######## design 1 ########
File: src/rtl/rf_wb_arbiter.sv
// Write-back arbiter: merges NREQ requesters onto the register file's single registered write port.
// Define RF_WB_RR_EN for round-robin arbitration; otherwise fixed priority (lowest index wins).
module rf_wb_arbiter #(
    parameter int NREQ = 3,
    parameter int DW   = 32,
    parameter int AW   = 3,
    localparam int IW  = (NREQ > 1) ? $clog2(NREQ) : 1
) (
    input  logic                 clk,
    input  logic                 rst,
    input  logic [NREQ-1:0]      req_valid,
    input  logic [NREQ*AW-1:0]   req_dst,
    input  logic [NREQ*DW-1:0]   req_data,
    output logic [NREQ-1:0]      req_ready,
    output logic                 wr,
    output logic [AW-1:0]        wr_dst,
    output logic [DW-1:0]        wr_data,
    output logic [IW-1:0]        grant_id
);

    logic [AW-1:0] dst_arr  [NREQ];
    logic [DW-1:0] data_arr [NREQ];
    logic [IW-1:0] win_idx;
    logic [IW-1:0] scan_idx;
    logic          win_found;
    logic          grant;

    for (genvar g = 0; g < NREQ; g++) begin : g_unpack
        assign dst_arr[g]  = req_dst[g*AW +: AW];
        assign data_arr[g] = req_data[g*DW +: DW];
    end

`ifdef RF_WB_RR_EN
    logic [IW-1:0] ptr;
`endif

    // First valid requester in scan order; scan starts at ptr (round-robin) or 0 (fixed).
    always_comb begin
        win_found = 1'b0;
        win_idx   = '0;
        scan_idx  = '0;
        for (int k = 0; k < NREQ; k++) begin
`ifdef RF_WB_RR_EN
            scan_idx = IW'((int'(ptr) + k) % NREQ);
`else
            scan_idx = IW'(k);
`endif
            if (!win_found && req_valid[scan_idx]) begin
                win_found = 1'b1;
                win_idx   = scan_idx;
            end
        end
    end

    assign grant     = win_found & ~rst;
    assign req_ready = grant ? (NREQ'(1) << win_idx) : '0;

    always_ff @(posedge clk or posedge rst) begin
        if (rst) begin
            wr       <= 1'b0;
            wr_dst   <= '0;
            wr_data  <= '0;
            grant_id <= '0;
        end else begin
            wr <= grant;
            if (grant) begin
                wr_dst   <= dst_arr[win_idx];
                wr_data  <= data_arr[win_idx];
                grant_id <= win_idx;
            end
        end
    end

`ifdef RF_WB_RR_EN
    always_ff @(posedge clk or posedge rst) begin
        if (rst) begin
            ptr <= '0;
        end else if (grant) begin
            ptr <= (win_idx == IW'(NREQ - 1)) ? '0 : win_idx + IW'(1);
        end
    end
`endif

endmodule

File: config.mk
export PLATFORM = sky130hd
export DESIGN_NAME = rf_wb_arbiter
export DESIGN_NICKNAME = d
export VERILOG_FILES = /design/src/rtl/rf_wb_arbiter.sv
export SDC_FILE = /design/constraint.sdc
export NUM_CORES = 1
export LEC_CHECK = 0
export CAP_MARGIN = 5
export CORE_ASPECT_RATIO = 1.1
export CORE_UTILIZATION = 37
export CTS_BUF_LIST = sky130_fd_sc_hd__clkbuf_2 sky130_fd_sc_hd__clkbuf_4 sky130_fd_sc_hd__clkbuf_8
export DETAILED_ROUTE_END_ITERATION = 16
export GPL_ROUTABILITY_DRIVEN = 0
export PLACE_DENSITY_LB_ADDON = 0.15
export SYNTH_ARGS = -nofsm -noshare
export SYNTH_HDL_FRONTEND = slang
export SYNTH_SLANG_ARGS = --single-unit
File: constraint.sdc
create_clock -name clk -period 3.1 [get_ports clk]
set_clock_uncertainty 0.15 [all_clocks]
set_input_delay 0.62 -clock clk [delete_from_list [all_inputs] [get_ports clk]]
set_output_delay 0.62 -clock clk [all_outputs]
set_load 0.05 [all_outputs]
######## design 2 ########
--- config.mk ---
export PLATFORM = sky130hd
export DESIGN_NAME = seq_divider
export DESIGN_NICKNAME = d
export VERILOG_FILES = /design/src/rtl/seq_divider.sv
export SDC_FILE = /design/constraint.sdc
export NUM_CORES = 1
export LEC_CHECK = 0
export CORE_MARGIN = 2
export CORE_UTILIZATION = 32
export DETAILED_ROUTE_END_ITERATION = 12
export GPL_TIMING_DRIVEN = 0
export PLACE_DENSITY = 0.57
export SLEW_MARGIN = 5
export SYNTH_ARGS = -nofsm -noshare
export SYNTH_HDL_FRONTEND = slang
export SYNTH_SLANG_ARGS = --single-unit
--- constraint.sdc ---
create_clock -name clk -period 2.9 [get_ports clk]
set_input_delay 0.29 -clock clk [delete_from_list [all_inputs] [get_ports clk]]
set_output_delay 0.29 -clock clk [all_outputs]
set_load 0.1 [all_outputs]
--- src/rtl/seq_divider.sv ---
// Multi-cycle signed divider: restoring shift-and-subtract on operand magnitudes,
// one quotient bit per clock, with the signs applied in a final cycle.
module seq_divider #(
  parameter int WIDTH = 32
) (
  input  logic             clk,
  input  logic             reset_n,
  input  logic             start,
  input  logic [WIDTH-1:0] dividend,
  input  logic [WIDTH-1:0] divisor,
  output logic             busy,
  output logic             done,
  output logic [WIDTH-1:0] quotient,
  output logic [WIDTH-1:0] remainder,
  output logic             div_by_zero
);

  localparam int CW = $clog2(WIDTH + 1);

  typedef enum logic [1:0] {IDLE, CALC, SIGN} state_t;

  state_t           state_q, state_d;
  logic [WIDTH-1:0] a_q, a_d;
  logic [WIDTH-1:0] b_q, b_d;
  logic [WIDTH-1:0] r_q, r_d;
  logic [WIDTH-1:0] quot_q, quot_d;
  logic [WIDTH-1:0] rem_q, rem_d;
  logic [CW-1:0]    cnt_q, cnt_d;
  logic             sq_q, sq_d;
  logic             sr_q, sr_d;
  logic             dz_pend_q, dz_pend_d;
  logic             dbz_q, dbz_d;
  logic             done_q, done_d;

  logic [WIDTH-1:0] dvd_abs, dvs_abs;
  logic [WIDTH:0]   shifted;
  logic [WIDTH-1:0] diff;

  // Magnitudes are unsigned, so the most negative operand still fits.
  assign dvd_abs = dividend[WIDTH-1] ? -dividend : dividend;
  assign dvs_abs = divisor[WIDTH-1]  ? -divisor  : divisor;
  assign shifted = {r_q, a_q[WIDTH-1]};
  assign diff    = shifted[WIDTH-1:0] - b_q;

  always_comb begin
    state_d   = state_q;
    a_d       = a_q;
    b_d       = b_q;
    r_d       = r_q;
    quot_d    = quot_q;
    rem_d     = rem_q;
    cnt_d     = cnt_q;
    sq_d      = sq_q;
    sr_d      = sr_q;
    dbz_d     = dbz_q;
    dz_pend_d = 1'b0;
    done_d    = 1'b0;
    case (state_q)
      IDLE: begin
        // A zero divisor finishes one edge after capture; a_q still holds |dividend|.
        if (dz_pend_q) begin
          quot_d = '1;
          rem_d  = sr_q ? -a_q : a_q;
          dbz_d  = 1'b1;
          done_d = 1'b1;
        end
        if (start) begin
          a_d   = dvd_abs;
          b_d   = dvs_abs;
          sq_d  = dividend[WIDTH-1] ^ divisor[WIDTH-1];
          sr_d  = dividend[WIDTH-1];
          cnt_d = CW'(WIDTH);
          r_d   = '0;
          if (!dz_pend_q) dbz_d = 1'b0;
          if (divisor == '0) dz_pend_d = 1'b1;
          else               state_d   = CALC;
        end
      end
      CALC: begin
        if (shifted >= {1'b0, b_q}) begin
          r_d = diff;
          a_d = {a_q[WIDTH-2:0], 1'b1};
        end else begin
          r_d = shifted[WIDTH-1:0];
          a_d = {a_q[WIDTH-2:0], 1'b0};
        end
        cnt_d = cnt_q - CW'(1);
        if (cnt_q == CW'(1)) state_d = SIGN;
      end
      SIGN: begin
        quot_d  = sq_q ? -a_q : a_q;
        rem_d   = sr_q ? -r_q : r_q;
        done_d  = 1'b1;
        state_d = IDLE;
      end
      default: state_d = IDLE;
    endcase
  end

  always_ff @(posedge clk or negedge reset_n) begin
    if (!reset_n) begin
      state_q   <= IDLE;
      a_q       <= '0;
      b_q       <= '0;
      r_q       <= '0;
      quot_q    <= '0;
      rem_q     <= '0;
      cnt_q     <= '0;
      sq_q      <= 1'b0;
      sr_q      <= 1'b0;
      dz_pend_q <= 1'b0;
      dbz_q     <= 1'b0;
      done_q    <= 1'b0;
    end else begin
      state_q   <= state_d;
      a_q       <= a_d;
      b_q       <= b_d;
      r_q       <= r_d;
      quot_q    <= quot_d;
      rem_q     <= rem_d;
      cnt_q     <= cnt_d;
      sq_q      <= sq_d;
      sr_q      <= sr_d;
      dz_pend_q <= dz_pend_d;
      dbz_q     <= dbz_d;
      done_q    <= done_d;
    end
  end

  assign busy        = (state_q != IDLE);
  assign done        = done_q;
  assign quotient    = quot_q;
  assign remainder   = rem_q;
  assign div_by_zero = dbz_q;

endmodule

Figure 1. The metal 3 layer (design 1).
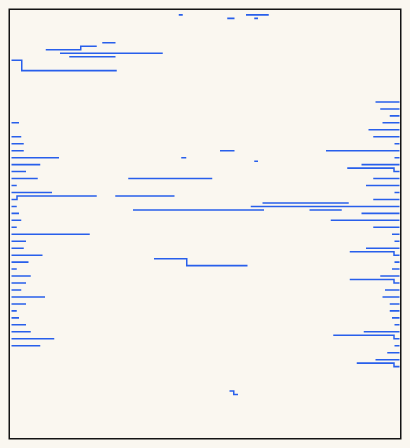
nets with wire on the layer	83
longest straight run	28.8 um
via total after detailed routing: 2155
final wirelength: 6521 um
GR Layer Usage met3: 5.027%

==> run_results.csv, design 1 <==
group,metric,value,unit
worst_setup_path,reg2regPathDepth,1,
synthesis,top_area_cell,"dfrtp_1",
floorplan,die-area,6365,um2
final_layout,signal_buffers,159,
worst_setup_path,critical_path.cell_chain,"clkdlybuf4s50_1, buf_4, and2_1, buf_12",
run,tool_warnings,26,
worst_setup_path,cp.buffers_inverters,3,
placement,hpwlAfterDp,4818,um
timing,tightest_slew,0.5302,ns
clock_network,insertion_delay,0.28,ns
worst_setup_path,worst-setup-path-type,"primary input to primary output",
final_layout,n_fill_cell,488,
final_layout,ff_count,38,
clock_network,cts_hold_buf,0,
pwr,swShare,34.42,%
pwr,combPwrFrac,41.7,%
worst_setup_path,critical_path_depth,4,
final_layout,design_area,3784,um2
floorplan,fp.dieW,76.16,um
placement,io_buffer_count,150,
final_layout,biggestCellCategory,"non-clock buffers",
final_layout,antenna_cells,0,
final_layout,final-nonclk-buf-share,41.80,%
timing,tns,0,ns
drt,drc,0,
hold_path,hold_start,"grant_id[0]$_DFFE_PP0P_",
global_route,grt_max_degree,36,
clock_network,cts.path.max_buffers,2,
synthesis,yosys_cells,176,
worst_setup_path,rr_endpoint,"wr_data[2]$_DFFE_PP0P_",
pwr,pwr-share-clk,22.0,%
worst_setup_path,cp.required,2.33,ns
synthesis,syn_inst,176,
global_route,grt_pass1_vias,2211,
timing,slew_headroom,64.54,%
floorplan,tap_cells,77,
synthesis,top_cell,"dfrtp_1",
run_status,status,"complete, no violations",
design 1: metal layers:
layer	GRT usage [%]	vias to the layer above	part of all wire [%]
met2	37.36	103	51
met5	0	-	0
li1	-	1005	-
met1	25.82	1039	40
met3	5.027	8	7.7
met4	7.517	0	1.6
design 1: logic make-up after synthesis:
| logic type | after synthesis | synth area share (%) |
|---|---|---|
| flops | 38 | 42.48 |
| simple gates | 40 | 13.75 |
| buf+inv | 25 | 10.51 |
| compound gates | 73 | 33.26 |
design 1: flip-flops by register name (all words and copies together), names as in the netlist:
signal	count
wr_data	32
wr	1
grant_id	2
wr_dst	3
design 1: layout by cell type (no fill, tap or decap), types with 2 or more instances in the layout:
cell and n:
clkbuf_8 6, a21o_1 2, a221o_2 6, or2b_2 16, nand2b_1 9, buf_12 2
or2b_1 10, a32o_1 35, a221o_1 29, dfrtp_1 38, buf_4 10, and2_1 2
clkdlybuf4s50_1 146
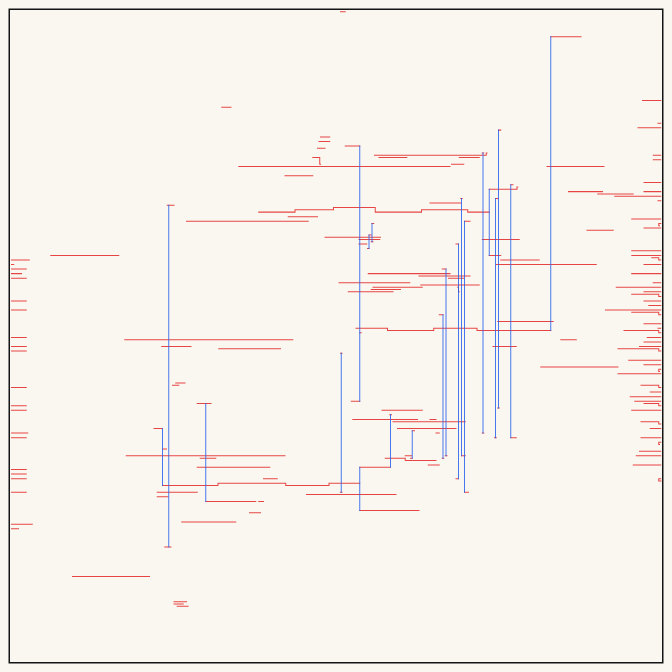
Figure 2: design 2, metal layers overlaid.
Only two layers are drawn.
color	layer	wire length
blue	met4	1060 um
red	met3	1550 um
All-Layer GR Usage: 20.14%
via total after detailed routing: 10820
Routed WL per cell: 18.81 um

==> run_results.csv, design 2 <==
group,metric,value,unit
run_status,status,"finished with violations",
run_status,failed_checks,"negative setup slack",
pwr,maxPowerGroup,"combinational cells",
hold_path,holdPathStages,3,
global_route,grt_pass1_wl,59660,um
timing,max_freq,329.6,MHz
worst_setup_path,reg2regPathDepth,8,
final_layout,drive_gt1_share,15.33,%
worst_setup_path,r2r-start,"a_q[15]$_DFFE_PN0P_",
timing,setup_slack,-0.1336,ns
timing,final-setup-viol-count,7,
clock_network,cts_buffers,17,
final_layout,final_layout_top_logic_cell,"nand2_1",
synthesis,yosysWarningCount,0,
synthesis,top_area_cell,"dfrtp_1",
worst_setup_path,crit_path_end,"remainder[25]$_DFFE_PN0P_",
hold_path,holdPathEnd,"b_q[8]$_DFFE_PN0P_",
-- design 2: logic make-up after synthesis --
kind of cell | count (synthesis) | share of synthesized area (%)
AND/OR/NAND/NOR | 439 | 17.39
buffers and inverters | 134 | 4.938
AND-OR/OR-AND | 426 | 22.04
multiplexers | 10 | 0.9683
adder cells (fa/ha/maj) | 39 | 4.260
XOR/XNOR | 175 | 13.18
flip-flops | 173 | 37.22
-- design 2: layout make-up --
type	count	area, um2	area share (%)
plain buffers	75	372.9	2.436
clock buffers	18	429.2	2.804
clock inverters	14	126.4	0.8257
inverters	52	195.2	1.275
multi-input cells	1089	7528	49.19
flip-flops and latches	173	4360	28.49
well taps	461	576.8	3.769
repair buffers	177	1715	11.21
-- design 2: stage by stage --
step	cells	TNS [ns]	power, uW	setup slack, ns	cell area (um2)
final	2059	-0.5699	21180	-0.1336	15300
after floorplan	1396	-0.3251	13000	-0.1023	11640
after detailed placement	1991	-31.96	16490	-0.7820	13580
after CTS	2040	-0.5730	19910	-0.1314	14760
after global placement	1990	-1029.75	16380	-5.794	13550
after global routing	2059	-1.518	22710	-0.1910	15300


==> layout pictures side by side <==
Pin placement.
Pins as bars across the die edge, other pins in gray.
panel A
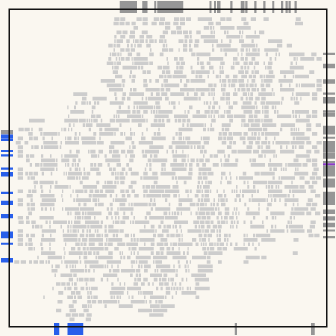
panel B
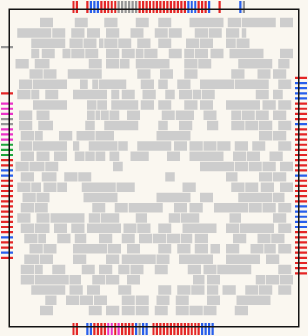
Panel B comes from design 1.
Panel A comes from design 2.

Power figures rest on the tool's default switching activity, not on a simulated workload.
